# fifo_burst_framer

--- src/rtl/fifo_framer_pkg.sv ---
// Shared definitions for the FIFO burst framer: state encodings and
// default widths/limits used as parameter defaults.
package fifo_framer_pkg;

  localparam int DEF_DATA_WIDTH = 8;
  localparam int DEF_BURST_LEN  = 16;
  localparam int DEF_BCNT_WIDTH = 5;
  localparam int DEF_TIMEOUT    = 8;
  localparam int DEF_TCNT_WIDTH = 4;

  // State is a direct image of the hold stage: empty, full-not-last, full-last.
  typedef enum logic [1:0] {
    ST_IDLE  = 2'd0,
    ST_OPEN  = 2'd1,
    ST_CLOSE = 2'd2
  } state_e;

endpackage

--- src/rtl/framer_idle_cnt.sv ---
// Saturating idle counter for the burst framer. Counts consecutive idle
// cycles; done is asserted combinationally on the increment that reaches
// the limit so the caller can close the burst on that same edge.
module framer_idle_cnt
  import fifo_framer_pkg::*;
#(
  parameter int TIMEOUT    = DEF_TIMEOUT,
  parameter int TCNT_WIDTH = DEF_TCNT_WIDTH
) (
  input  logic clk,
  input  logic rst_n,
  input  logic clr,
  input  logic inc,
  output logic done
);

  localparam logic [TCNT_WIDTH-1:0] LIMIT = TCNT_WIDTH'(TIMEOUT);

  logic [TCNT_WIDTH-1:0] cnt_q, cnt_d;

  // Next count: clear wins, otherwise increment until saturated at LIMIT.
  always_comb begin
    cnt_d = cnt_q;
    if (clr) begin
      cnt_d = '0;
    end else if (inc && (cnt_q != LIMIT)) begin
      cnt_d = cnt_q + 1'b1;
    end
  end

  // Counter register with synchronous active-low reset.
  always_ff @(posedge clk) begin
    if (!rst_n) begin
      cnt_q <= '0;
    end else begin
      cnt_q <= cnt_d;
    end
  end

  assign done = inc && (cnt_q >= (LIMIT - 1'b1));

endmodule

--- src/rtl/fifo_burst_framer.sv ---
// FIFO burst framer: drains a show-ahead FIFO read port into a valid/ready
// stream, grouping beats into bursts of up to BURST_LEN and flagging the
// final beat with m_last. One word is held back so m_last is known before
// the beat is presented.
// Optional macro FRAMER_TIMEOUT_EN: when defined, an open burst is also
// closed after the FIFO has been empty for TIMEOUT consecutive cycles.
module fifo_burst_framer
  import fifo_framer_pkg::*;
#(
  parameter int DATA_WIDTH = DEF_DATA_WIDTH,
  parameter int BURST_LEN  = DEF_BURST_LEN,
  parameter int BCNT_WIDTH = DEF_BCNT_WIDTH,
  parameter int TIMEOUT    = DEF_TIMEOUT,
  parameter int TCNT_WIDTH = DEF_TCNT_WIDTH
) (
  input  logic                  clk,
  input  logic                  rst_n,
  input  logic                  clear,
  input  logic                  fifo_empty,
  input  logic [DATA_WIDTH-1:0] fifo_data,
  output logic                  fifo_pop,
  output logic                  m_valid,
  input  logic                  m_ready,
  output logic [DATA_WIDTH-1:0] m_data,
  output logic                  m_last
);

  localparam logic [BCNT_WIDTH-1:0] BURST_LIM = BCNT_WIDTH'(BURST_LEN);
  // A single-beat burst is complete as soon as its first word is held.
  localparam state_e FIRST_ST = (BURST_LEN == 1) ? ST_CLOSE : ST_OPEN;

  state_e                state_q, state_d;
  logic [DATA_WIDTH-1:0] hold_data_q, hold_data_d;
  logic [BCNT_WIDTH-1:0] beat_cnt_q, beat_cnt_d;
  logic                  m_valid_q, m_valid_d;
  logic [DATA_WIDTH-1:0] m_data_q, m_data_d;
  logic                  m_last_q, m_last_d;

  logic hold_vld;
  logic adv;
  logic pop;
  logic timeout_hit;

  assign hold_vld = (state_q != ST_IDLE);
  assign adv      = !m_valid_q || m_ready;
  // Popping while the hold is full is only safe if the held word can move
  // into the output stage on the same edge.
  assign pop      = rst_n && !clear && !fifo_empty && (!hold_vld || adv);
  assign fifo_pop = pop;

`ifdef FRAMER_TIMEOUT_EN
  logic idle_inc;
  logic idle_clr;

  // Only an open burst with nothing to pop counts as idle; empty FIFO
  // means no pop can happen, so any pop clears the count implicitly.
  assign idle_inc = (state_q == ST_OPEN) && fifo_empty;
  assign idle_clr = clear || !idle_inc || timeout_hit;

  framer_idle_cnt #(
    .TIMEOUT    (TIMEOUT),
    .TCNT_WIDTH (TCNT_WIDTH)
  ) u_idle_cnt (
    .clk   (clk),
    .rst_n (rst_n),
    .clr   (idle_clr),
    .inc   (idle_inc),
    .done  (timeout_hit)
  );
`else
  // Timeout parameters have no effect in this build.
  logic unused_timeout_cfg;
  assign unused_timeout_cfg = ^{TCNT_WIDTH'(TIMEOUT)};
  assign timeout_hit        = 1'b0;
`endif

  // Next-state and datapath decode for the hold/output stages.
  always_comb begin
    state_d     = state_q;
    hold_data_d = hold_data_q;
    beat_cnt_d  = beat_cnt_q;
    // An accepted beat leaves the output empty unless reloaded below.
    m_valid_d   = !adv;
    m_data_d    = m_data_q;
    m_last_d    = m_last_q;

    unique case (state_q)
      ST_IDLE: begin
        if (pop) begin
          hold_data_d = fifo_data;
          beat_cnt_d  = BCNT_WIDTH'(1);
          state_d     = FIRST_ST;
        end
      end

      ST_OPEN: begin
        if (pop) begin
          m_valid_d   = 1'b1;
          m_data_d    = hold_data_q;
          m_last_d    = 1'b0;
          hold_data_d = fifo_data;
          beat_cnt_d  = beat_cnt_q + 1'b1;
          state_d     = ((beat_cnt_q + 1'b1) == BURST_LIM) ? ST_CLOSE : ST_OPEN;
        end else if (timeout_hit) begin
          state_d = ST_CLOSE;
        end
      end

      ST_CLOSE: begin
        if (adv) begin
          m_valid_d  = 1'b1;
          m_data_d   = hold_data_q;
          m_last_d   = 1'b1;
          beat_cnt_d = '0;
          if (pop) begin
            hold_data_d = fifo_data;
            beat_cnt_d  = BCNT_WIDTH'(1);
            state_d     = FIRST_ST;
          end else begin
            state_d = ST_IDLE;
          end
        end
      end

      default: begin
        state_d = ST_IDLE;
      end
    endcase
  end

  // State, hold and output registers; reset and clear flush everything.
  always_ff @(posedge clk) begin
    if (!rst_n || clear) begin
      state_q     <= ST_IDLE;
      hold_data_q <= '0;
      beat_cnt_q  <= '0;
      m_valid_q   <= 1'b0;
      m_data_q    <= '0;
      m_last_q    <= 1'b0;
    end else begin
      state_q     <= state_d;
      hold_data_q <= hold_data_d;
      beat_cnt_q  <= beat_cnt_d;
      m_valid_q   <= m_valid_d;
      m_data_q    <= m_data_d;
      m_last_q    <= m_last_d;
    end
  end

  assign m_valid = m_valid_q;
  assign m_data  = m_data_q;
  assign m_last  = m_last_q;

endmodule

--- config.mk ---
export PLATFORM = sky130hd
export DESIGN_NAME = fifo_burst_framer
export DESIGN_NICKNAME = d
export VERILOG_FILES = /design/src/rtl/fifo_framer_pkg.sv /design/src/rtl/framer_idle_cnt.sv /design/src/rtl/fifo_burst_framer.sv
export SDC_FILE = /design/constraint.sdc
export NUM_CORES = 1
export LEC_CHECK = 0
export CAP_MARGIN = 20
export CORE_AREA = 8 8 52 75
export CTS_BUF_LIST = sky130_fd_sc_hd__clkbuf_8 sky130_fd_sc_hd__clkbuf_16
export DETAILED_ROUTE_END_ITERATION = 8
export DIE_AREA = 0 0 60 83
export HOLD_SLACK_MARGIN = 0.02
export MAX_ROUTING_LAYER = met4
export PLACE_DENSITY = 0.75
export SLEW_MARGIN = 5
export SYNTH_ARGS = -nofsm -noshare
export SYNTH_HDL_FRONTEND = slang
export SYNTH_SLANG_ARGS = --single-unit
--- constraint.sdc ---
create_clock -name clk -period 1.7 [get_ports clk]
set_input_delay 0.34 -clock clk [delete_from_list [all_inputs] [get_ports clk]]
set_output_delay 0.34 -clock clk [all_outputs]
set_load 0.01 [all_outputs]
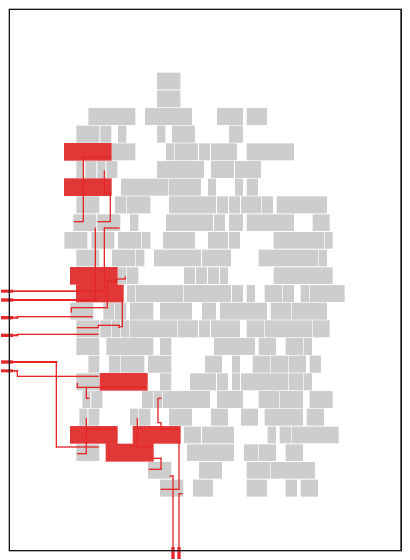
(fifo_burst_framer/io_fan.png)
- red: m_data (bits 8; direction output; end cells 8; buffers 8; wire 243 microns)
IO Count: 24
I/O Buffers: 23

==> impl_metrics.tcl <==
# yosys + openroad results
set metrics [dict create \
    grt_pass1_vias 1176 \
    fin_crit_ns 1.70 \
    layout_top_cell "dfxtp_1" \
    ys_area_sq_um 1210 \
    p_per_area_nw_per_um2 621 \
    ys_top_cells_by_count "dfxtp_1 (25), nand3_1 (14), nand2_1 (13)" \
    crit_buf_inv 2 \
    setup_viol 1 \
    yosys.cell_count.top_type "dfxtp_1" \
    power.switching_mw 0.238 \
    syn_area_sq_um 1210 \
    slowest_delay_ns 0.51 \
    cts_tree "built" \
    r2r_cells 8 \
    cp-end-kind "flop" \
    core_sq_um 2850 \
    status "finished with violations" \
    violations "setup timing" \
    hpwl_mm 2.33 \
    warnings 30 \
    reg2reg_to "beat_cnt_q[2]" \
    drive_gt1_frac 0.272 \
    min_from "m_data[3]" \
    drc 0 \
    crit_cells 7 \
    root_buffer "clkbuf_8" \
    cts_buffer_depth 2 \
    arrival_ns 1.90 \
    setup_slack_ns -0.00227 \
]
-- per-stage QoR --
stage               power (mW)  instance area, sq um   util  instances  setup TNS, ns
floorplan                0.666                  1240      -        134              0
global route              1.09                  1710  0.600        208        -0.0793
detailed placement       0.733                  1620  0.569        204          -5.14
CTS                       1.07                  1690  0.591        209              0
global placement         0.730                  1620  0.569        204          -4.26
finish                    1.06                  1710  0.600        208       -0.00227
-- metal layers --
layer  track usage  share of wire
met1         0.132           0.38
met2         0.222           0.55
met3        0.0262          0.045
met4        0.0568          0.019
met5             -              0

# time_entry_loader

<file path="src/rtl/time_entry_loader_pkg.sv">
// Shared state encodings and limits for the microwave time entry loader.
// Build option: define ENTRY_ERR_EN to reject illegal seconds-tens with err.
package time_entry_loader_pkg;

   typedef enum logic [1:0] {
      S_IDLE  = 2'd0,
      S_ENTRY = 2'd1,
      S_LOAD  = 2'd2,
      S_RUN   = 2'd3
   } state_t;

   localparam int MAX_DIGITS   = 3;
   localparam int SEC_TENS_MAX = 5;
   localparam int BCD_MAX      = 9;
   localparam int CNT_W        = 2;

endpackage

</file>
<file path="src/rtl/time_entry_loader_digit_shift_reg.sv">
// Three-digit keypad shift register; digits enter at d0 and move toward d2.
// Digit count saturates at MAX_DIGITS so later key presses are dropped.
module digit_shift_reg
   import time_entry_loader_pkg::*;
(
   input  logic       clk,
   input  logic       clearn,
   input  logic       i_shift,
   input  logic       i_clr,
   input  logic [3:0] i_digit,
   output logic [3:0] o_d2,
   output logic [3:0] o_d1,
   output logic [3:0] o_d0,
   output logic       o_full
);

   logic [3:0]       r_d2;
   logic [3:0]       r_d1;
   logic [3:0]       r_d0;
   logic [CNT_W-1:0] r_cnt;
   logic             w_full;

   assign w_full = (r_cnt == CNT_W'(MAX_DIGITS));

   always_ff @(posedge clk or negedge clearn) begin
      if (!clearn) begin
         r_d2  <= '0;
         r_d1  <= '0;
         r_d0  <= '0;
         r_cnt <= '0;
      end else if (i_clr) begin
         r_d2  <= '0;
         r_d1  <= '0;
         r_d0  <= '0;
         r_cnt <= '0;
      end else if (i_shift && !w_full) begin
         r_d2  <= r_d1;
         r_d1  <= r_d0;
         r_d0  <= i_digit;
         r_cnt <= r_cnt + 1'b1;
      end
   end

   assign o_d2   = r_d2;
   assign o_d1   = r_d1;
   assign o_d0   = r_d0;
   assign o_full = w_full;

endmodule

</file>
<file path="src/rtl/time_entry_loader.sv">
// Keypad M:SS entry, validation and load/enable sequencing for the countdown chain.
// Build option: ENTRY_ERR_EN adds err and rejects seconds-tens above SEC_TENS_MAX.
module time_entry_loader
   import time_entry_loader_pkg::*;
(
   input  logic       clk,
   input  logic       clearn,
   input  logic       digit_valid,
   input  logic [3:0] digit,
   input  logic       start_key,
   input  logic       clear_key,
   input  logic       timer_done,
   output logic [3:0] data_min,
   output logic [2:0] data_sec_tens,
   output logic [3:0] data_sec_ones,
   output logic       load_n,
`ifdef ENTRY_ERR_EN
   output logic       err,
`endif
   output logic       en,
   output logic       busy
);

   state_t     r_state;
   state_t     w_next;
   logic [3:0] w_d2;
   logic [3:0] w_d1;
   logic [3:0] w_d0;
   logic       w_full;
   logic       w_in_entry;
   logic       w_accept;
   logic       w_zero;
   logic       w_tens_bad;
   logic       w_clr;
   logic       w_load;
   logic       w_load_n_nxt;
   logic       w_en_nxt;
   logic [3:0] r_min;
   logic [2:0] r_tens;
   logic [3:0] r_ones;
   logic       r_load_n;
   logic       r_en;
   logic       r_busy;

   assign w_in_entry = (r_state == S_IDLE) || (r_state == S_ENTRY);
   assign w_accept   = w_in_entry && digit_valid && (digit <= 4'(BCD_MAX))
                       && !w_full && !start_key && !clear_key;
   assign w_zero     = ({w_d2, w_d1, w_d0} == 12'd0);
   assign w_tens_bad = (w_d1 > 4'(SEC_TENS_MAX));
   // Any return to IDLE leaves a fresh entry behind
   assign w_clr      = clear_key || ((r_state != S_IDLE) && (w_next == S_IDLE));
   assign w_load     = (w_next == S_LOAD);

   digit_shift_reg u_shift (
      .clk     (clk),
      .clearn  (clearn),
      .i_shift (w_accept),
      .i_clr   (w_clr),
      .i_digit (digit),
      .o_d2    (w_d2),
      .o_d1    (w_d1),
      .o_d0    (w_d0),
      .o_full  (w_full)
   );

   always_ff @(posedge clk or negedge clearn) begin
      if (!clearn) r_state <= S_IDLE;
      else         r_state <= w_next;
   end

   always_comb begin
      w_next = r_state;
      if (clear_key) begin
         w_next = S_IDLE;
      end else begin
         unique case (r_state)
            S_IDLE:  if (w_accept) w_next = S_ENTRY;
            S_ENTRY: begin
               if (start_key) begin
                  if (w_zero) w_next = S_IDLE;
`ifdef ENTRY_ERR_EN
                  else if (!w_tens_bad) w_next = S_LOAD;
`else
                  else w_next = S_LOAD;
`endif
               end
            end
            S_LOAD:  w_next = S_RUN;
            S_RUN:   if (timer_done) w_next = S_IDLE;
            default: w_next = S_IDLE;
         endcase
      end
   end

   // Outputs are decoded from the next state and registered to stay glitch-free
   always_comb begin
      w_load_n_nxt = !w_load;
      w_en_nxt     = (w_next == S_RUN);
   end

   always_ff @(posedge clk or negedge clearn) begin
      if (!clearn) begin
         r_load_n <= 1'b1;
         r_en     <= 1'b0;
         r_busy   <= 1'b0;
      end else begin
         r_load_n <= w_load_n_nxt;
         r_en     <= w_en_nxt;
         r_busy   <= w_en_nxt;
      end
   end

   always_ff @(posedge clk or negedge clearn) begin
      if (!clearn) begin
         r_min  <= '0;
         r_tens <= '0;
         r_ones <= '0;
      end else if (clear_key) begin
         r_min  <= '0;
         r_tens <= '0;
         r_ones <= '0;
      end else if (w_load) begin
         r_min  <= w_d2;
         r_tens <= w_tens_bad ? 3'(SEC_TENS_MAX) : w_d1[2:0];
         r_ones <= w_d0;
      end
   end

`ifdef ENTRY_ERR_EN
   logic r_err;
   logic w_err_nxt;

   assign w_err_nxt = !clear_key &&
      (((r_state == S_ENTRY) && start_key && !w_zero && w_tens_bad) ||
       (w_in_entry && digit_valid && (digit > 4'(BCD_MAX)) && !start_key));

   always_ff @(posedge clk or negedge clearn) begin
      if (!clearn) r_err <= 1'b0;
      else         r_err <= w_err_nxt;
   end

   assign err = r_err;
`endif

   assign data_min      = r_min;
   assign data_sec_tens = r_tens;
   assign data_sec_ones = r_ones;
   assign load_n        = r_load_n;
   assign en            = r_en;
   assign busy          = r_busy;

endmodule

</file>
<file path="config.mk">
export PLATFORM = sky130hd
export DESIGN_NAME = time_entry_loader
export DESIGN_NICKNAME = d
export VERILOG_FILES = /design/src/rtl/time_entry_loader_pkg.sv /design/src/rtl/time_entry_loader_digit_shift_reg.sv /design/src/rtl/time_entry_loader.sv
export SDC_FILE = /design/constraint.sdc
export NUM_CORES = 1
export LEC_CHECK = 0
export CORE_AREA = 2 2 51 58
export CTS_BUF_LIST = sky130_fd_sc_hd__clkbuf_4 sky130_fd_sc_hd__clkbuf_8 sky130_fd_sc_hd__clkbuf_16
export CTS_CLUSTER_SIZE = 24
export DETAILED_ROUTE_END_ITERATION = 12
export DIE_AREA = 0 0 53 60
export PLACE_DENSITY = 0.82
export RECOVER_POWER = 100
export SYNTH_ARGS = -nofsm -noshare
export SYNTH_HDL_FRONTEND = slang
export SYNTH_SLANG_ARGS = --single-unit
</file>
<file path="constraint.sdc">
create_clock -name clk -period 2.1 [get_ports clk]
set_input_delay 0.63 -clock clk [delete_from_list [all_inputs] [get_ports clk]]
set_output_delay 0.63 -clock clk [all_outputs]
set_load 0.005 [all_outputs]
</file>
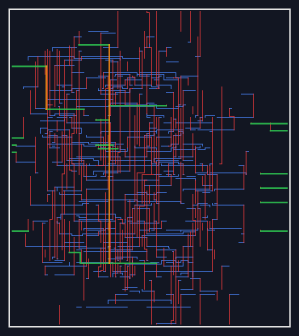
(time_entry_loader/wires.png)
- red: metal 2 (wire length 1330 microns)
- orange: metal 4 (wire length 49.6 microns)
- green: metal 3 (wire length 94.5 microns)
- blue: metal 1 (wire length 1020 microns)
Total GRT Usage: 0.185
drt total wl: 2.49 mm
WL/cell: 14.0 microns
vias post-DR: 998

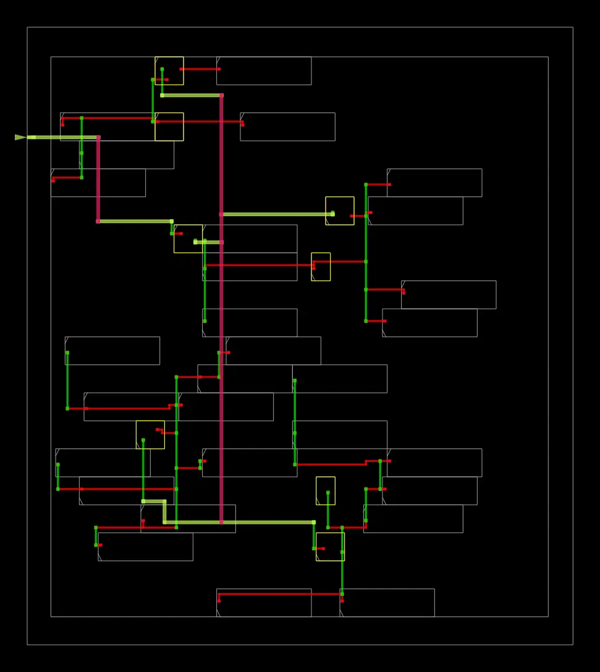
(time_entry_loader/clocks.png)
total CTS buffers: 5
CTS sink cnt: 29

==> impl_metrics.tcl <==
# yosys + openroad results
set metrics [dict create \
    maxCapViolCount 0 \
    ys_area_sq_um 1250 \
    ys.flop_type "dfrtp_1" \
    p_seq_mw 0.595 \
    synth.top_cells.by_area "dfrtp_1 (56%), a32o_1 (10%), nand3_1 (4.0%), o21ai_0 (3.2%), inv_1 (2.4%)" \
    n_all_inverters 9 \
    ys_ff 29 \
    biggestCellCategory "registers" \
    rsz0062_at_grt "false" \
    place_ws_ns -0.246 \
    power.switching_mw 0.306 \
    lay_top_cells "dfrtp_1 (28), dlygate4sd3_1 (14), a32o_1 (13), buf_4 (11), nand3_1 (10)" \
    crit_family "AND-OR/OR-AND gates" \
    fin_area_sq_um 1620 \
    critPathMaxFanout 14 \
    relSlewSlack 0.538 \
    status "finished clean" \
    syn-instance-count 107 \
    rows 20 \
    start_kind "input pin" \
    grt_max_degree 30 \
    htree_levels 2 \
    seq_cells 29 \
    antenna_found_initial 0 \
    finalCritPeriodShare 0.942 \
    holdBufCountCts 0 \
]
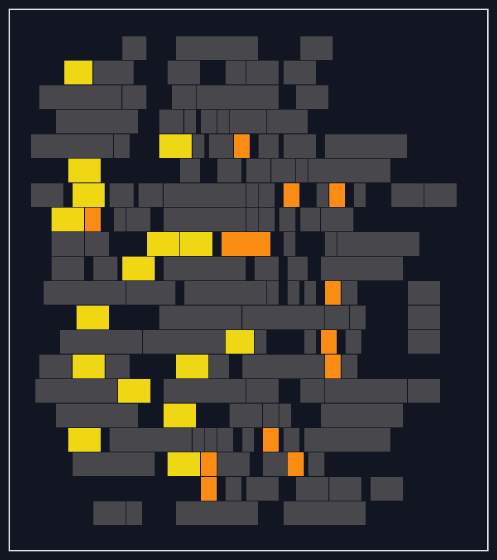
(time_entry_loader/logic_types.png)
- orange: inverting AOI/OAI gates (cells 12)
- yellow: AND-OR and OR-AND gates (cells 16)
fraction of standard cell area in multi-input logic: 0.270
Final Non-Filler Cells: 178

## path summary, 6_finish.rpt
check	from	end	slack (ns)	cells after the start
min in group asynchronous	clearn	u_shift.o_d2[0]	0.85	2
max in group asynchronous	clearn	r_state[1]	0.80	2
min reg2reg	data_min[0]	data_min[0]	0.51	2
max reg2reg	u_shift.o_d0[0]	u_shift.r_cnt[1]	0.19	5
min	data_min[0]	data_min[0]	0.51	2
max	digit[1]	u_shift.o_d1[3]	0.12	6
## routing by layer
layer / track usage / share of wire
met1: 0.235 / 0.41
met5: 0 / 0
met3: 0.0600 / 0.038
met4: 0.0879 / 0.020
met2: 0.288 / 0.54


==> screenshots <==
Clock network drawn from the DEF.
Scale bar: 20 microns.
(a)
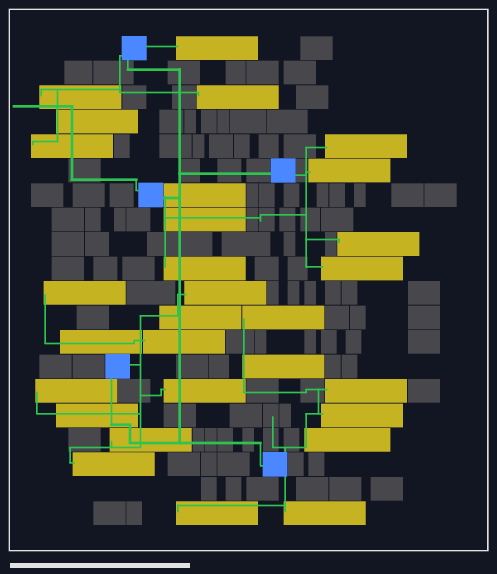
(b)
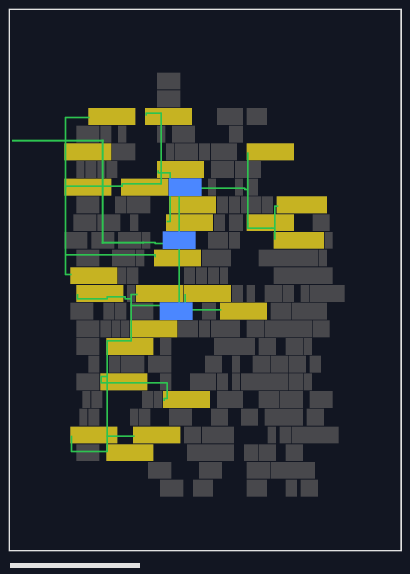
Of these, largest die: (b)
(b) is fifo_burst_framer.
(a) is time_entry_loader.

Key to (a):
- yellow: flip-flops (count 29)
- blue: clock drivers (count 5)
- green: clock wires (length 322 microns)
- routed clock nets: 6

No activity file was given, so power comes from the tool's default toggle rates.
